=== ex_wb_stage ===
Fig. 1: ex_wb_stage, metal 3
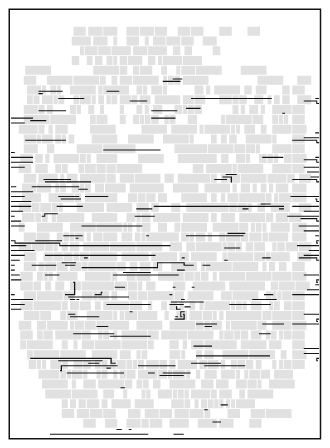

<file path="config.mk">
export PLATFORM = sky130hd
export DESIGN_NAME = ex_wb_stage
export DESIGN_NICKNAME = d
export VERILOG_FILES = /design/src/rtl/ex_wb_stage.sv
export SDC_FILE = /design/constraint.sdc
export NUM_CORES = 1
export LEC_CHECK = 0
export CAP_MARGIN = 20
export CORE_ASPECT_RATIO = 1.4
export CORE_MARGIN = 2
export CORE_UTILIZATION = 49
export CTS_BUF_LIST = sky130_fd_sc_hd__clkbuf_16
export CTS_CLUSTER_SIZE = 16
export DETAILED_ROUTE_END_ITERATION = 6
export MAX_ROUTING_LAYER = met4
export PLACE_DENSITY = 0.81
export REMOVE_ABC_BUFFERS = 1
export SYNTH_ARGS = -nofsm -noshare
export SYNTH_HDL_FRONTEND = slang
export SYNTH_SLANG_ARGS = --single-unit
export TNS_END_PERCENT = 50
</file>
<file path="constraint.sdc">
create_clock -name clk -period 2.15 [get_ports clk]
set_input_delay 0.43 -clock clk [delete_from_list [all_inputs] [get_ports clk]]
set_output_delay 0.43 -clock clk [all_outputs]
set_load 0.01 [all_outputs]
</file>
<file path="src/rtl/ex_wb_stage.sv">
// ex_wb_stage: two-entry skid buffer between EX and writeback.
// Owns the committed carry flag and answers decode bypass queries.
module ex_wb_stage #(
    parameter int unsigned WIDTH              = 32,
    parameter int unsigned RADDR              = 5,
    parameter int unsigned ZERO_REG_HARDWIRED = 1
) (
    input  logic             clk,
    input  logic             rst,
    input  logic             ex_valid,
    output logic             ex_ready,
    input  logic [WIDTH-1:0] ex_result,
    input  logic             ex_cf,
    input  logic             ex_cf_we,
    input  logic [RADDR-1:0] ex_rd,
    input  logic             ex_rd_we,
    input  logic             flush,
    output logic             wb_valid,
    input  logic             wb_ready,
    output logic [WIDTH-1:0] wb_result,
    output logic [RADDR-1:0] wb_rd,
    output logic             wb_rd_we,
    output logic             cf_flag,
    input  logic [RADDR-1:0] fwd_query_rd,
    output logic             fwd_hit,
    output logic [WIDTH-1:0] fwd_data
);

    typedef struct packed {
        logic             valid;
        logic [WIDTH-1:0] result;
        logic             cf;
        logic             cf_we;
        logic [RADDR-1:0] rd;
        logic             rd_we;
    } entry_t;

    entry_t h, t;
    entry_t h_n, t_n;
    entry_t ent_in;
    logic   ex_ready_n;
    logic   cf_n;
    logic   push, pop;
    logic   zero_dst;
    logic   h_match, t_match;

    assign push = ex_valid & ex_ready;
    assign pop  = h.valid & wb_ready;

    assign zero_dst = (ZERO_REG_HARDWIRED != 0) && (ex_rd == '0);

    // Pack the incoming EX result into an entry, masking writes to x0.
    always_comb begin
        ent_in        = '0;
        ent_in.valid  = 1'b1;
        ent_in.result = ex_result;
        ent_in.cf     = ex_cf;
        ent_in.cf_we  = ex_cf_we;
        ent_in.rd     = ex_rd;
        ent_in.rd_we  = ex_rd_we & ~zero_dst;
    end

    // Next occupancy, ready and committed carry.
    always_comb begin
        h_n  = h;
        t_n  = t;
        cf_n = cf_flag;
        if (flush) begin
            h_n.valid = 1'b0;
            t_n.valid = 1'b0;
        end else begin
            unique case (1'b1)
                (!h.valid): begin
                    if (push) h_n = ent_in;
                end
                (h.valid && !t.valid): begin
                    if (push && pop) h_n = ent_in;
                    else if (pop) h_n.valid = 1'b0;
                    else if (push) t_n = ent_in;
                end
                default: begin
                    if (pop) begin
                        h_n = t;
                        t_n = '0;
                    end
                end
            endcase
            if (pop && h.cf_we) cf_n = h.cf;
        end
        ex_ready_n = ~(h_n.valid & t_n.valid);
    end

    // State registers with synchronous reset.
    always_ff @(posedge clk) begin
        if (rst) begin
            h        <= '0;
            t        <= '0;
            ex_ready <= 1'b1;
            cf_flag  <= 1'b0;
        end else begin
            h        <= h_n;
            t        <= t_n;
            ex_ready <= ex_ready_n;
            cf_flag  <= cf_n;
        end
    end

    // Head entry drives writeback; data reads zero while empty.
    always_comb begin
        wb_valid  = h.valid;
        wb_rd_we  = h.valid & h.rd_we;
        wb_result = h.valid ? h.result : '0;
        wb_rd     = h.valid ? h.rd : '0;
    end

    // Bypass lookup: the newest matching entry wins.
    always_comb begin
        h_match  = h.valid & h.rd_we & (h.rd == fwd_query_rd);
        t_match  = t.valid & t.rd_we & (t.rd == fwd_query_rd);
        fwd_hit  = h_match | t_match;
        fwd_data = '0;
        if (t_match) fwd_data = t.result;
        else if (h_match) fwd_data = h.result;
    end

endmodule

</file>
=== pcie_tx_arb ===
<file path="src/rtl/pcie_tx_arb.sv">
`default_nettype none
// ============================================================================
// Module      : pcie_tx_arb
// Description : Two-source round-robin arbiter for the 16-bit PCIe TLP
//               transmit port. Source 0 is the slave completion engine and
//               source 1 is the master request engine. The arbiter grants one
//               source per TLP, owns the core tx_req/tx_rdy handshake, and
//               registers the owner's st/end/data onto the core pins with a
//               fixed one-cycle latency.
//               Optional grant timeout: define PCIE_TX_ARB_TIMEOUT_EN.
// Revision    : 1.0 - initial release
// ============================================================================
module pcie_tx_arb #(
  parameter int GNT_TIMEOUT = 16
) (
  input  logic        pcie_clk,
  input  logic        sys_rst,
  // source 0: slave completion engine
  input  logic        src0_req,
  output logic        src0_gnt,
  input  logic        src0_st,
  input  logic        src0_end,
  input  logic [15:0] src0_data,
  // source 1: master request engine
  input  logic        src1_req,
  output logic        src1_gnt,
  input  logic        src1_st,
  input  logic        src1_end,
  input  logic [15:0] src1_data,
  // PCIe core transmit port
  output logic        tx_req,
  input  logic        tx_rdy,
  output logic        tx_st,
  output logic        tx_end,
  output logic [15:0] tx_data,
  // status
  output logic        arb_owner,
  output logic        arb_busy,
  output logic        arb_timeout
);

  typedef enum logic [1:0] {
    ST_IDLE = 2'd0,
    ST_REQ  = 2'd1,
    ST_XFER = 2'd2
  } state_t;

  state_t      r_state;
  state_t      w_state_nxt;

  logic        r_last;        // source served most recently
  logic        w_last_nxt;
  logic        r_owner;       // current or most recent owner
  logic        w_owner_nxt;
  logic        r_tx_req;
  logic        w_tx_req_nxt;
  logic        r_gnt0;
  logic        r_gnt1;
  logic        w_gnt0_nxt;
  logic        w_gnt1_nxt;
  logic        r_busy;
  logic        r_tx_st;
  logic        r_tx_end;
  logic [15:0] r_tx_data;

  logic        w_pick;        // winner of the IDLE-state arbitration
  logic        w_own_st;
  logic        w_own_end;
  logic [15:0] w_own_data;
  logic        w_expire;      // grant abandoned by its owner

  // On a tie the source not served last wins; otherwise the lone requester.
  assign w_pick = (src0_req && src1_req) ? ~r_last : src1_req;

  // Owner-side view of the source pins; the non-owner is never looked at.
  assign w_own_st   = r_owner ? src1_st   : src0_st;
  assign w_own_end  = r_owner ? src1_end  : src0_end;
  assign w_own_data = r_owner ? src1_data : src0_data;

`ifdef PCIE_TX_ARB_TIMEOUT_EN
  localparam int CNT_W = $clog2(GNT_TIMEOUT + 1);

  logic [CNT_W-1:0] r_cnt;
  logic             r_st_seen;
  logic             r_timeout;

  // Expire when GNT_TIMEOUT XFER cycles have gone by without the owner's st.
  assign w_expire = (r_state == ST_XFER) && !r_st_seen && !w_own_st &&
                    (r_cnt == CNT_W'(GNT_TIMEOUT - 1));

  // Grant watchdog: cleared at grant, counts until the owner's first st.
  always_ff @(posedge pcie_clk) begin
    if (sys_rst) begin
      r_cnt     <= '0;
      r_st_seen <= 1'b0;
      r_timeout <= 1'b0;
    end else begin
      r_timeout <= w_expire;
      if (r_state == ST_REQ && tx_rdy) begin
        r_cnt     <= '0;
        r_st_seen <= 1'b0;
      end else if (r_state == ST_XFER && !r_st_seen) begin
        if (w_own_st) begin
          r_st_seen <= 1'b1;
        end else begin
          r_cnt <= r_cnt + 1'b1;
        end
      end
    end
  end

  assign arb_timeout = r_timeout;
`else
  // Without the watchdog a grant is held until the owner's end or reset.
  assign w_expire    = 1'b0;
  assign arb_timeout = 1'b0 && (GNT_TIMEOUT > 0);
`endif

  // Next-state and handshake decode.
  always_comb begin
    w_state_nxt  = r_state;
    w_last_nxt   = r_last;
    w_owner_nxt  = r_owner;
    w_tx_req_nxt = r_tx_req;
    w_gnt0_nxt   = 1'b0;
    w_gnt1_nxt   = 1'b0;
    case (r_state)
      ST_IDLE: begin
        w_tx_req_nxt = 1'b0;
        if (src0_req || src1_req) begin
          w_owner_nxt  = w_pick;
          w_tx_req_nxt = 1'b1;
          w_state_nxt  = ST_REQ;
        end
      end
      ST_REQ: begin
        // Requests are not re-sampled here: the latched owner is granted.
        if (tx_rdy) begin
          w_tx_req_nxt = 1'b0;
          w_gnt0_nxt   = ~r_owner;
          w_gnt1_nxt   = r_owner;
          w_state_nxt  = ST_XFER;
        end
      end
      ST_XFER: begin
        w_tx_req_nxt = 1'b0;
        if (w_own_end) begin
          w_last_nxt  = r_owner;
          w_state_nxt = ST_IDLE;
        end else if (w_expire) begin
          w_last_nxt  = r_owner;
          w_state_nxt = ST_IDLE;
        end
      end
      default: begin
        w_tx_req_nxt = 1'b0;
        w_state_nxt  = ST_IDLE;
      end
    endcase
  end

  // State, arbitration history and handshake registers.
  always_ff @(posedge pcie_clk) begin
    if (sys_rst) begin
      r_state  <= ST_IDLE;
      r_last   <= 1'b1;
      r_owner  <= 1'b0;
      r_tx_req <= 1'b0;
      r_gnt0   <= 1'b0;
      r_gnt1   <= 1'b0;
      r_busy   <= 1'b0;
    end else begin
      r_state  <= w_state_nxt;
      r_last   <= w_last_nxt;
      r_owner  <= w_owner_nxt;
      r_tx_req <= w_tx_req_nxt;
      r_gnt0   <= w_gnt0_nxt;
      r_gnt1   <= w_gnt1_nxt;
      r_busy   <= (w_state_nxt != ST_IDLE);
    end
  end

  // One-cycle pass-through of the owner's word; core pins are zero elsewhere.
  always_ff @(posedge pcie_clk) begin
    if (sys_rst) begin
      r_tx_st   <= 1'b0;
      r_tx_end  <= 1'b0;
      r_tx_data <= '0;
    end else if (r_state == ST_XFER) begin
      r_tx_st   <= w_own_st;
      r_tx_end  <= w_own_end;
      r_tx_data <= w_own_data;
    end else begin
      r_tx_st   <= 1'b0;
      r_tx_end  <= 1'b0;
      r_tx_data <= '0;
    end
  end

  assign src0_gnt  = r_gnt0;
  assign src1_gnt  = r_gnt1;
  assign tx_req    = r_tx_req;
  assign tx_st     = r_tx_st;
  assign tx_end    = r_tx_end;
  assign tx_data   = r_tx_data;
  assign arb_owner = r_owner;
  assign arb_busy  = r_busy;

endmodule
`default_nettype wire
</file>
<file path="config.mk">
export PLATFORM = sky130hd
export DESIGN_NAME = pcie_tx_arb
export DESIGN_NICKNAME = d
export VERILOG_FILES = /design/src/rtl/pcie_tx_arb.sv
export SDC_FILE = /design/constraint.sdc
export NUM_CORES = 1
export LEC_CHECK = 0
export CAP_MARGIN = 25
export CORE_MARGIN = 5
export CORE_UTILIZATION = 37
export CTS_CLUSTER_DIAMETER = 100
export CTS_CLUSTER_SIZE = 8
export DETAILED_ROUTE_END_ITERATION = 8
export GPL_TIMING_DRIVEN = 0
export PLACE_DENSITY = 0.79
export SYNTH_ARGS = -nofsm -noshare
export SYNTH_HDL_FRONTEND = slang
export SYNTH_SLANG_ARGS = --single-unit
export TNS_END_PERCENT = 1
</file>
<file path="constraint.sdc">
create_clock -name pcie_clk -period 2.1 [get_ports pcie_clk]
set_input_delay 0.63 -clock pcie_clk [delete_from_list [all_inputs] [get_ports pcie_clk]]
set_output_delay 0.63 -clock pcie_clk [all_outputs]
set_load 0.05 [all_outputs]
</file>
=== flow_level_monitor ===
<file path="config.mk">
export PLATFORM = sky130hd
export DESIGN_NAME = flow_level_monitor
export DESIGN_NICKNAME = d
export VERILOG_FILES = /design/src/rtl/flow_level_monitor.sv
export SDC_FILE = /design/constraint.sdc
export NUM_CORES = 1
export LEC_CHECK = 0
export CAP_MARGIN = 20
export CORE_ASPECT_RATIO = 1.2
export CORE_UTILIZATION = 45
export CTS_BUF_LIST = sky130_fd_sc_hd__clkbuf_16
export DETAILED_ROUTE_END_ITERATION = 8
export PLACE_DENSITY_LB_ADDON = 0.3
export SYNTH_ARGS = -nofsm -noshare
export SYNTH_HDL_FRONTEND = slang
export SYNTH_SLANG_ARGS = --single-unit
</file>
<file path="constraint.sdc">
create_clock -name clk -period 6.6 [get_ports clk]
set_input_delay 1.32 -clock clk [delete_from_list [all_inputs] [get_ports clk]]
set_output_delay 1.32 -clock clk [all_outputs]
set_load 0.03 [all_outputs]
</file>
<file path="src/rtl/flow_level_monitor.sv">
// flow_level_monitor: counts sensor pulses per clock window and decodes the rate into
// a hysteretic thermometer level, a band flag and a persistence-qualified band alarm.
module flow_level_monitor #(
  parameter int RATE_W = 8,
  parameter int LEVELS = 5,
  parameter int STEP = 10,
  parameter int WINDOW = 1000,
  parameter int Z_LO = 20,
  parameter int Z_HI = 50,
  parameter int HYST = 2,
  parameter int ALARM_WINDOWS = 3
) (
  input  logic              clk,
  input  logic              rst_n,
  input  logic              en,
  input  logic              sensor_pulse,
  output logic [RATE_W-1:0] flow_rate,
  output logic              rate_valid,
  output logic              overflow,
  output logic [LEVELS-1:0] y,
  output logic              z,
  output logic              z_alarm
);
  localparam int WIN_W = $clog2(WINDOW);
  localparam int AL_W = $clog2(ALARM_WINDOWS + 1);
  localparam logic [0:0] IDLE = 1'b0, COUNT = 1'b1;
  logic [2:0] r_sync;
  logic r_edge;
  logic [0:0] r_state;
  logic [WIN_W-1:0] r_win;
  logic [RATE_W-1:0] r_cnt, r_rate;
  logic r_sat, r_valid, r_ovf, r_z, r_za;
  logic [AL_W-1:0] r_alarm;
  logic [LEVELS-1:0] r_y, w_y;
  logic w_full, w_sat, w_last, w_run, w_close, w_z;
  logic [RATE_W-1:0] w_cnt;
  logic [RATE_W:0] w_ext;
  logic [AL_W-1:0] w_alarm;
  assign w_full = r_cnt == '1;
  assign w_cnt = (r_edge && !w_full) ? r_cnt + 1'b1 : r_cnt;
  assign w_sat = r_sat | (r_edge & w_full);
  assign w_ext = {1'b0, w_cnt};
  assign w_last = r_win == WIN_W'(WINDOW - 1);
  assign w_run = r_state == COUNT && en && !w_last;
  assign w_close = r_state == COUNT && en && w_last;
  assign w_z = w_ext >= (RATE_W+1)'(Z_LO) && w_ext < (RATE_W+1)'(Z_HI);
  assign w_alarm = !w_z ? '0 : (r_alarm == AL_W'(ALARM_WINDOWS)) ? r_alarm : r_alarm + 1'b1;
  // Between the set and clear thresholds each level keeps its previous value.
  for (genvar i = 0; i < LEVELS; i++) begin : g_lvl
    assign w_y[i] = (w_ext >= (RATE_W+1)'((i + 1) * STEP)) ? 1'b1 :
                    (w_ext < (RATE_W+1)'((i + 1) * STEP - HYST)) ? 1'b0 : r_y[i];
  end
  always_ff @(posedge clk or negedge rst_n) begin
    if (!rst_n) begin
      r_sync <= '0;
      r_edge <= 1'b0;
      r_state <= IDLE;
      r_win <= '0;
      r_cnt <= '0;
      r_sat <= 1'b0;
      r_alarm <= '0;
      r_rate <= '0;
      r_valid <= 1'b0;
      r_ovf <= 1'b0;
      r_y <= '0;
      r_z <= 1'b0;
      r_za <= 1'b0;
    end else begin
      r_sync <= {r_sync[1:0], sensor_pulse};
      r_edge <= r_sync[1] & ~r_sync[2];
      r_state <= en ? COUNT : IDLE;
      r_win <= w_run ? r_win + 1'b1 : '0;
      r_cnt <= w_run ? w_cnt : '0;
      r_sat <= w_run ? w_sat : 1'b0;
      r_valid <= w_close;
      if (w_close) begin
        r_rate <= w_cnt;
        r_ovf <= w_sat;
        r_y <= w_y;
        r_z <= w_z;
        r_alarm <= w_alarm;
        r_za <= w_alarm == AL_W'(ALARM_WINDOWS);
      end
    end
  end
  assign flow_rate = r_rate;
  assign rate_valid = r_valid;
  assign overflow = r_ovf;
  assign y = r_y;
  assign z = r_z;
  assign z_alarm = r_za;
endmodule

</file>
Fig. 2: flow_level_monitor, metal 3
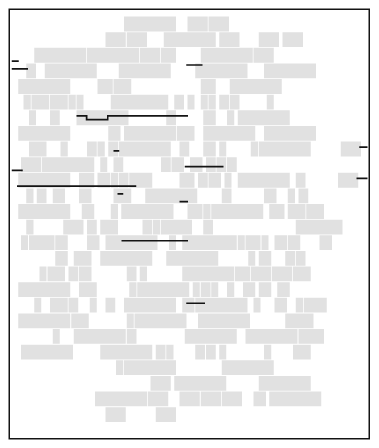
- main direction: horizontal
- nets with wire on the layer: 8

Fig. 3: flow_level_monitor, clock distribution
Scale bar: 20 um.
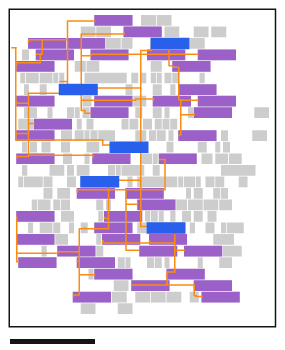
- purple: flip-flops (count 43)
- blue: clock-net drivers (count 5)
- orange: clock wires (length 522 um)
- routed clock nets: 6
- flops lie: all over the die

==> results.toml, flow_level_monitor <==
# generated from flow reports
[finish]
comb_share_pct = 36.79
mostFrequentLayoutCells = "43 x dfrtp_1, 24 x nor2_1, 19 x clkdlybuf4s50_1"
seq_cells = 43
buf_share_pct = 8.342
diodes = 0
n_all_buffers = 20
regArea_um2 = 1076
clkCellAreaFrac_pct = 5.722
regMostFlops = "r_win"
logic_area_um2 = 860.8
largest_reg_flops = 10
final_util_pct = 55.33
syn_to_final_growth_pct = 18.65

[final_timing]
hold_viol = 0
slew-limit-headroom_pct = 37.35
worst_slack_ns = 3.944
finalClockSkew_ns = 0.006379
hold_ws_ns = 0.3479

[detailed_routing]
dr_wl_met3_um = 74
drcViolationCount = 0
wl_met2_um = 1932
drt_iter0_markers = 67
drt-met1-wl_um = 1779
firstDrtPassIters = 4
vias_per_cell = 5.405
postRouteAntennaNets = 0

[critical_path]
cp_data_arrival_time_ns = 2.87
crit_type = "in2reg"
cp_top_family = "AND-OR/OR-AND gates"
cp.required_ns = 6.81
slowest_stage = "clkdlybuf4s50_1"
critPathLaunchType = "input pin"
crit_path_max_fanout = 7
r2r_slack_ns = 4.14
r2r_cells = 7

[yosys]
mux_area_share_pct = 2.348
aoi_share_pct = 15.55
ys_top_cells_by_count = "43 x dfrtp_1, 24 x nor2_1, 17 x nand2_1, 14 x o21ai_1, 9 x nand3_1"
ys_chip_area_um2 = 1972
synth-xor-area-share_pct = 3.997
synth_flops = 43
ys_top_logic_family = "simple AND/OR/NAND/NOR gates"
syn-num-nets = 190
synth-main-ff-cell = "dfrtp_1"
ys_sh_adder_pct = 1.269

[pwr]
comb_power_w = 0.0000118
switching_power_w = 0.0001052
clk-power_w = 0.000230
power.group.top = "registers"
p_comb_share_pct = 2.3
power.total_w = 0.0005100
power_density_nw_per_um2 = 218.0

[worst_hold_path]
min-delay-start = "r_sync[0]"
whs_endpoint = "r_sync[1]"

[global_routing]
use_met2_pct = 30.07
antenna_found_initial = 0
grt_pass1_wl_um = 6354

[clock_tree]
ctsResizeCount = 0
clk_pin_slew_ns = 0.06
cts_made_buffers = 5
h-tree-depth = 2
clockRootBuffer = "clkbuf_16"
clock_latency_ns = 0.28

[die]
io_pins = 21
n_tap_cell = 56
coreArea_um2 = 4229

[placement]
pre_cts_ws_ns = 3.657
gp_congestion = 0.7884

[outcome]
status = "complete, no violations"
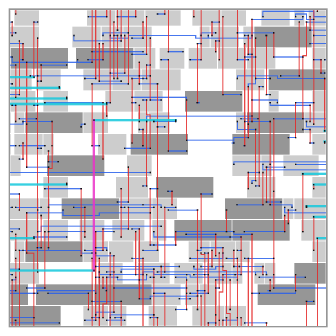
Fig. 4. A small window of the routed layout (pcie_tx_arb).
Region (11, 11) to (51, 51) um. Cells in gray, sequential cells in the stronger gray; small squares are vias.
- magenta: M4
- blue: M1
- red: M2
- cyan: M3
- sequential cells in the window: 21
- cells with their middle in the window: 106
- most frequent: dfxtp_1 (21), nor2_1 (16)
- netlist names of flops here include: tx_data (13), r_state (2)

==> results.toml, pcie_tx_arb <==
# generated from flow reports
[pwr]
p_comb_share_pct = 21.7
seq_power_share_pct = 53.3

[critical_path]
critical-path-max-stage-delay_ns = 0.55
crit_path_end_kind = "output pin"
crit_type = "reg2out"

[die]
n_tap_cell = 30
coreArea_um2 = 2477
io_pins = 65
fp_util_pct = 38.94

[finish]
fin_area_um2 = 1674
fin_cells = 185
n_all_inverters = 2
comb_share_pct = 23.69

[worst_hold_path]
min-delay-start = "r_last"

[yosys]
async_flop_share_pct = 0
synth_cell_types = 24
avgSynthCellArea_um2 = 10.96

[clock_tree]
cts.path.max_buffers = 2
clockRootBuffer = "clkbuf_4"

[detailed_routing]
post_drt_wl_per_cell_um = 13.64

[final_timing]
period_needed_ns = 1.921
worst_slack_ns = 0.1790
hold_viol = 0

[placement]
dpl.hpwl_um = 2097
pre_cts_ws_ns = 0.09720

[outcome]
status = "complete, no violations"
Fig. 5: ex_wb_stage, clock distribution
Scale bar: 20 um.
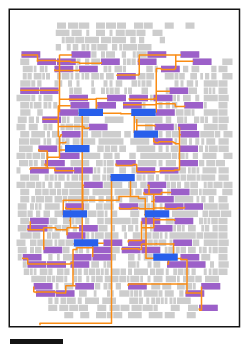
- orange: clock wires (length 932 um)
- purple: flip-flops (count 84)
- blue: clock-net drivers (count 9)
- routed clock nets: 10
- flops lie: all over the die

Notes on Fig. 1 above:
- nets with wire on the layer: 117
- wire length on this layer: 991 um
- longest straight run: 35.9 um

==> results.toml, ex_wb_stage <==
# generated from flow reports
[detailed_routing]
vias_per_cell = 6.118
drt_iter0_markers = 306
top_layer = "met4"
dr_wl_met3_um = 991

[yosys]
edf_count = 0
ys_cells = 557
synth_cell_types = 41
aoi_share_pct = 18.06
async_flop_share_pct = 0
avgSynthCellArea_um2 = 8.273
top_area_share_pct = 36.49
ys_top_logic_family = "simple AND/OR/NAND/NOR gates"

[finish]
seq_cells = 84
clock_buffers = 9
fin_cells = 797
regMostFlops = "t"
drive_above_1_share_pct = 22.17
n_all_inverters = 7
regArea_um2 = 1687

[critical_path]
cp_data_arrival_time_ns = 2.11
critical_path_depth = 8
crit_path_end_kind = "output pin"
cp_top_family = "buffers and inverters"
cp-startpoint = "fwd_query_rd[4]"
crit_path_max_fanout = 11

[final_timing]
worst_slack_ns = -0.3928
hold_ws_ns = 0.3905
finalSetupViolCount = 33
period_used_pct = 118.3
setup_tns_ns = -12.37
hold_viol = 0

[die]
die-area_um2 = 10210
fp_util_pct = 50.75
die_height_um = 118.7
io_pins = 124

[clock_tree]
cts.path.max_buffers = 2
clk_pin_slew_ns = 0.06
post_cts_buffers = 3
cts_hold_buf = 0

[pwr]
internal_power_w = 0.002742
ir_drop_mv = 0.3710

[placement]
pre_cts_ws_ns = -0.9385
gp_congestion = 0.8293
dpl.hpwl_um = 9482

[worst_hold_path]
hold_depth = 2

[outcome]
status = "finished, violations left"
violations = "setup timing"

[global_routing]
grt_pass1_wl_um = 22770
grt_util_met1_pct = 32.62
grt_overflow = 0

==> screenshots <==
Wiring heat map.
Plate I
Scale bar: 20 um. 17 x 24 tiles, from white (low) to dark blue (high), scaled to the fullest tile. Values are wire area over tile area, all layers added.
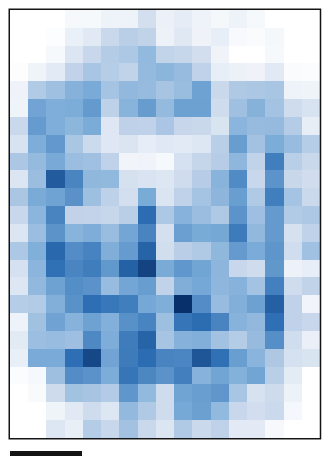
Plate II
Scale bar: 20 um. 12 x 15 tiles, from white (low) to dark blue (high), scaled to the fullest tile. Values are wire area over tile area, all layers added.
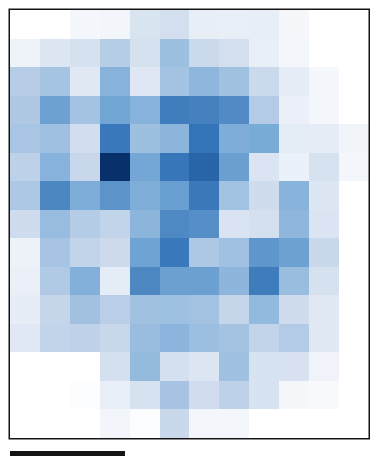
Plate III
Scale bar: 20 um. 12 x 12 tiles, from white (low) to dark blue (high), scaled to the fullest tile. Values are wire area over tile area, all layers added.
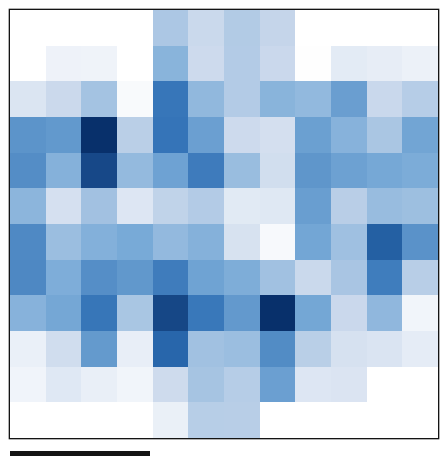
| picture | from |
|---|---|
| Plate I | ex_wb_stage |
| Plate III | pcie_tx_arb |
| Plate II | flow_level_monitor |


=== multi_cycle_adder ===
--- src/rtl/multi_cycle_adder.sv ---
// Unsigned adder that adds CHUNK bits per cycle; optional signed overflow under MULTI_CYCLE_ADDER_OVF_EN.
// Latency: accept at edge E0, result valid after edge E0+WIDTH/CHUNK.
// Backpressure: in_ready low while busy; result held in DONE until out_ready.
module multi_cycle_adder #(
   parameter int WIDTH = 8,
   parameter int CHUNK = 2
) (
   input  logic             clk,
   input  logic             rst,
   input  logic             in_valid,
   output logic             in_ready,
   input  logic [WIDTH-1:0] a,
   input  logic [WIDTH-1:0] b,
   input  logic             cin,
   output logic             out_valid,
   input  logic             out_ready,
   output logic [WIDTH-1:0] sum,
   output logic             cout,
`ifdef MULTI_CYCLE_ADDER_OVF_EN
   output logic             busy,
   output logic             ovf
`else
   output logic             busy
`endif
);

   localparam int N  = WIDTH / CHUNK;
   localparam int KW = (N > 1) ? $clog2(N) : 1;
   localparam int CW = CHUNK + 1;
   localparam logic [KW-1:0] K_LAST = KW'(N - 1);

   generate
      if ((CHUNK < 1) || (CHUNK > WIDTH) || ((WIDTH % CHUNK) != 0)) begin : g_bad_cfg
         $error("multi_cycle_adder: CHUNK must divide WIDTH and be <= WIDTH");
      end
   endgenerate

   typedef enum logic [1:0] {IDLE, CALC, DONE} state_t;

   state_t           state_q, state_d;
   logic [WIDTH-1:0] a_q, a_d;
   logic [WIDTH-1:0] b_q, b_d;
   logic [WIDTH-1:0] sum_q, sum_d;
   logic [KW-1:0]    k_q, k_d;
   logic             carry_q, carry_d;
   logic             cout_q, cout_d;
   logic             in_ready_q, in_ready_d;
   logic             out_valid_q, out_valid_d;
   logic             busy_q, busy_d;
   logic             ovf_q, ovf_d;
   logic [CW-1:0]    slice;
   int               lo;

   always_comb begin
      state_d = state_q;
      a_d     = a_q;
      b_d     = b_q;
      sum_d   = sum_q;
      k_d     = k_q;
      carry_d = carry_q;
      cout_d  = cout_q;
      ovf_d   = ovf_q;
      lo      = int'(k_q) * CHUNK;
      slice   = {1'b0, a_q[lo +: CHUNK]} + {1'b0, b_q[lo +: CHUNK]} + CW'(carry_q);
      case (state_q)
         IDLE: begin
            if (in_valid) begin
               state_d = CALC;
               a_d     = a;
               b_d     = b;
               carry_d = cin;
               k_d     = '0;
            end
         end
         CALC: begin
            sum_d[lo +: CHUNK] = slice[CHUNK-1:0];
            carry_d            = slice[CHUNK];
            k_d                = k_q + KW'(1);
            if (k_q == K_LAST) begin
               state_d = DONE;
               k_d     = '0;
               cout_d  = slice[CHUNK];
               // overflow judged on the fully assembled sum, including this last slice
               ovf_d   = (a_q[WIDTH-1] == b_q[WIDTH-1]) && (sum_d[WIDTH-1] != a_q[WIDTH-1]);
            end
         end
         DONE: begin
            if (out_ready) begin
               state_d = IDLE;
               ovf_d   = 1'b0;
            end
         end
         default: state_d = IDLE;
      endcase
      in_ready_d  = (state_d == IDLE);
      out_valid_d = (state_d == DONE);
      busy_d      = (state_d != IDLE);
   end

   always_ff @(posedge clk) begin
      if (rst) begin
         state_q     <= IDLE;
         a_q         <= '0;
         b_q         <= '0;
         sum_q       <= '0;
         k_q         <= '0;
         carry_q     <= 1'b0;
         cout_q      <= 1'b0;
         ovf_q       <= 1'b0;
         in_ready_q  <= 1'b1;
         out_valid_q <= 1'b0;
         busy_q      <= 1'b0;
      end else begin
         state_q     <= state_d;
         a_q         <= a_d;
         b_q         <= b_d;
         sum_q       <= sum_d;
         k_q         <= k_d;
         carry_q     <= carry_d;
         cout_q      <= cout_d;
         ovf_q       <= ovf_d;
         in_ready_q  <= in_ready_d;
         out_valid_q <= out_valid_d;
         busy_q      <= busy_d;
      end
   end

   assign in_ready  = in_ready_q;
   assign out_valid = out_valid_q;
   assign busy      = busy_q;
   assign sum       = sum_q;
   assign cout      = cout_q;
`ifdef MULTI_CYCLE_ADDER_OVF_EN
   assign ovf       = ovf_q;
`endif

endmodule
--- config.mk ---
export PLATFORM = sky130hd
export DESIGN_NAME = multi_cycle_adder
export DESIGN_NICKNAME = d
export VERILOG_FILES = /design/src/rtl/multi_cycle_adder.sv
export SDC_FILE = /design/constraint.sdc
export NUM_CORES = 1
export LEC_CHECK = 0
export ABC_AREA = 1
export CAP_MARGIN = 5
export CORE_MARGIN = 8
export CORE_UTILIZATION = 53
export CTS_BUF_LIST = sky130_fd_sc_hd__clkbuf_16
export DETAILED_ROUTE_END_ITERATION = 7
export GPL_ROUTABILITY_DRIVEN = 1
export PLACE_DENSITY = 0.8
export SLEW_MARGIN = 25
export SYNTH_ARGS = -nofsm -noshare
export SYNTH_HDL_FRONTEND = slang
export SYNTH_SLANG_ARGS = --single-unit
--- constraint.sdc ---
create_clock -name clk -period 3.5 [get_ports clk]
set_input_delay 0.35 -clock clk [delete_from_list [all_inputs] [get_ports clk]]
set_output_delay 0.35 -clock clk [all_outputs]
set_load 0.03 [all_outputs]
Fig. 6: multi_cycle_adder, metal 3
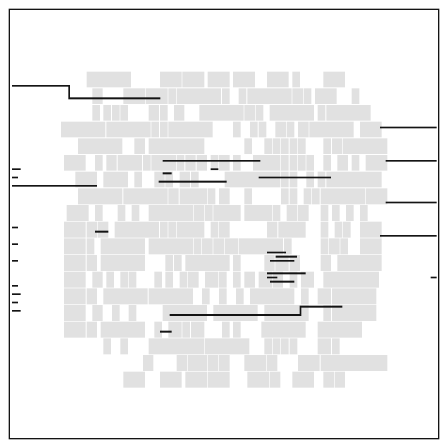
- share of all routed wire: 5.2%
- main direction: horizontal
- longest straight run: 21.2 um

Fig. 7: multi_cycle_adder, a small window of the routed layout
Region (15, 15) to (55, 55) um. Cells in gray, sequential cells in the stronger gray; small squares are vias.
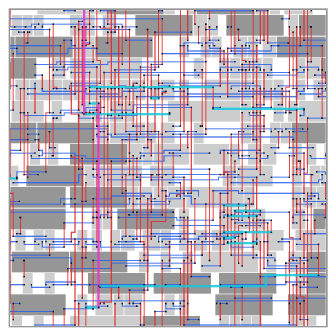
- blue: M1
- magenta: M4
- red: M2
- cyan: M3
- netlist names of flops here include: a_q (6), b_q (6), sum (3)
- most frequent: nor2_1 (43), nand2_1 (23), dfxtp_1 (21)
- cells with their middle in the window: 153
- sequential cells in the window: 21

==> results.toml <==
# generated from flow reports
[outcome]
status = "complete, no violations"

[finish]
mostFrequentLayoutCells = "54 x nor2_1, 33 x dfxtp_1, 32 x clkdlybuf4s50_1"
drive_above_1_share_pct = 7.113
logic_area_um2 = 747.0

[yosys]
ys_top_logic_family = "simple AND/OR/NAND/NOR gates"
ys_sh_adder_pct = 7.498
async_flop_share_pct = 0
synth.most_common_cell = "nor2_1"
syn-num-nets = 236

[die]
rows = 19

[detailed_routing]
wl_um = 3371
postRouteAntennaNets = 0
dr_wl_met3_um = 175

[clock_tree]
cts_made_buffers = 5

[final_timing]
rsz0062_at_grt = "no"

[placement]
dpl.hpwl_um = 2394
dp_cells = 263

[pwr]
ir_drop_mv = 0.5806

[global_routing]
grt_overflow = 0
track_usage_pct = 14.14


==> notes/layouts.md <==
Pictures saved along the way, in no particular order.

Clock nets.
image #1
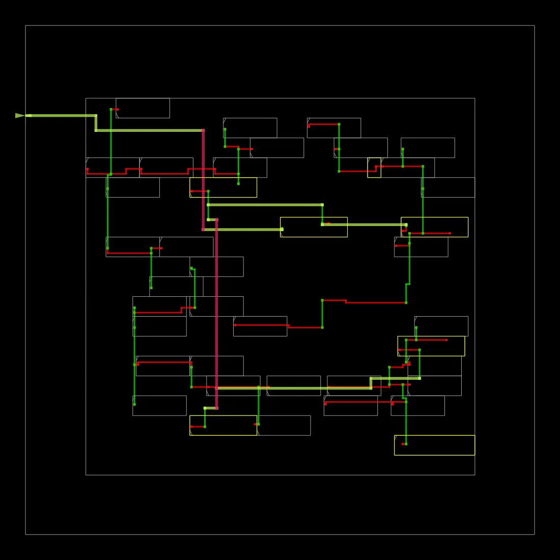
image #2
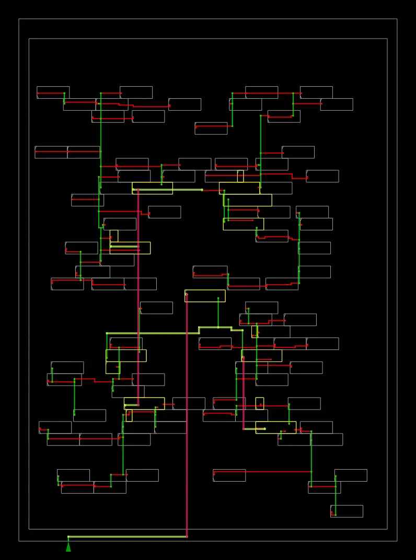
image #3
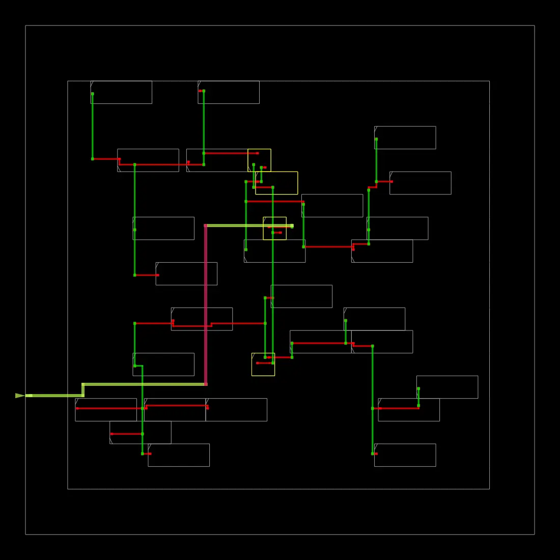
image #4
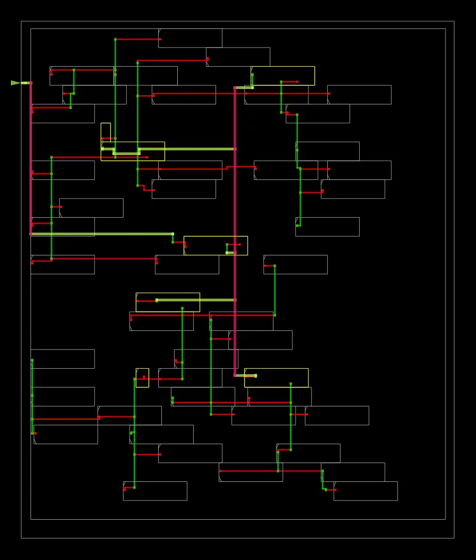
- fewest sequential cells: image #3
| picture | from |
|---|---|
| image #1 | multi_cycle_adder |
| image #2 | ex_wb_stage |
| image #3 | pcie_tx_arb |
| image #4 | flow_level_monitor |

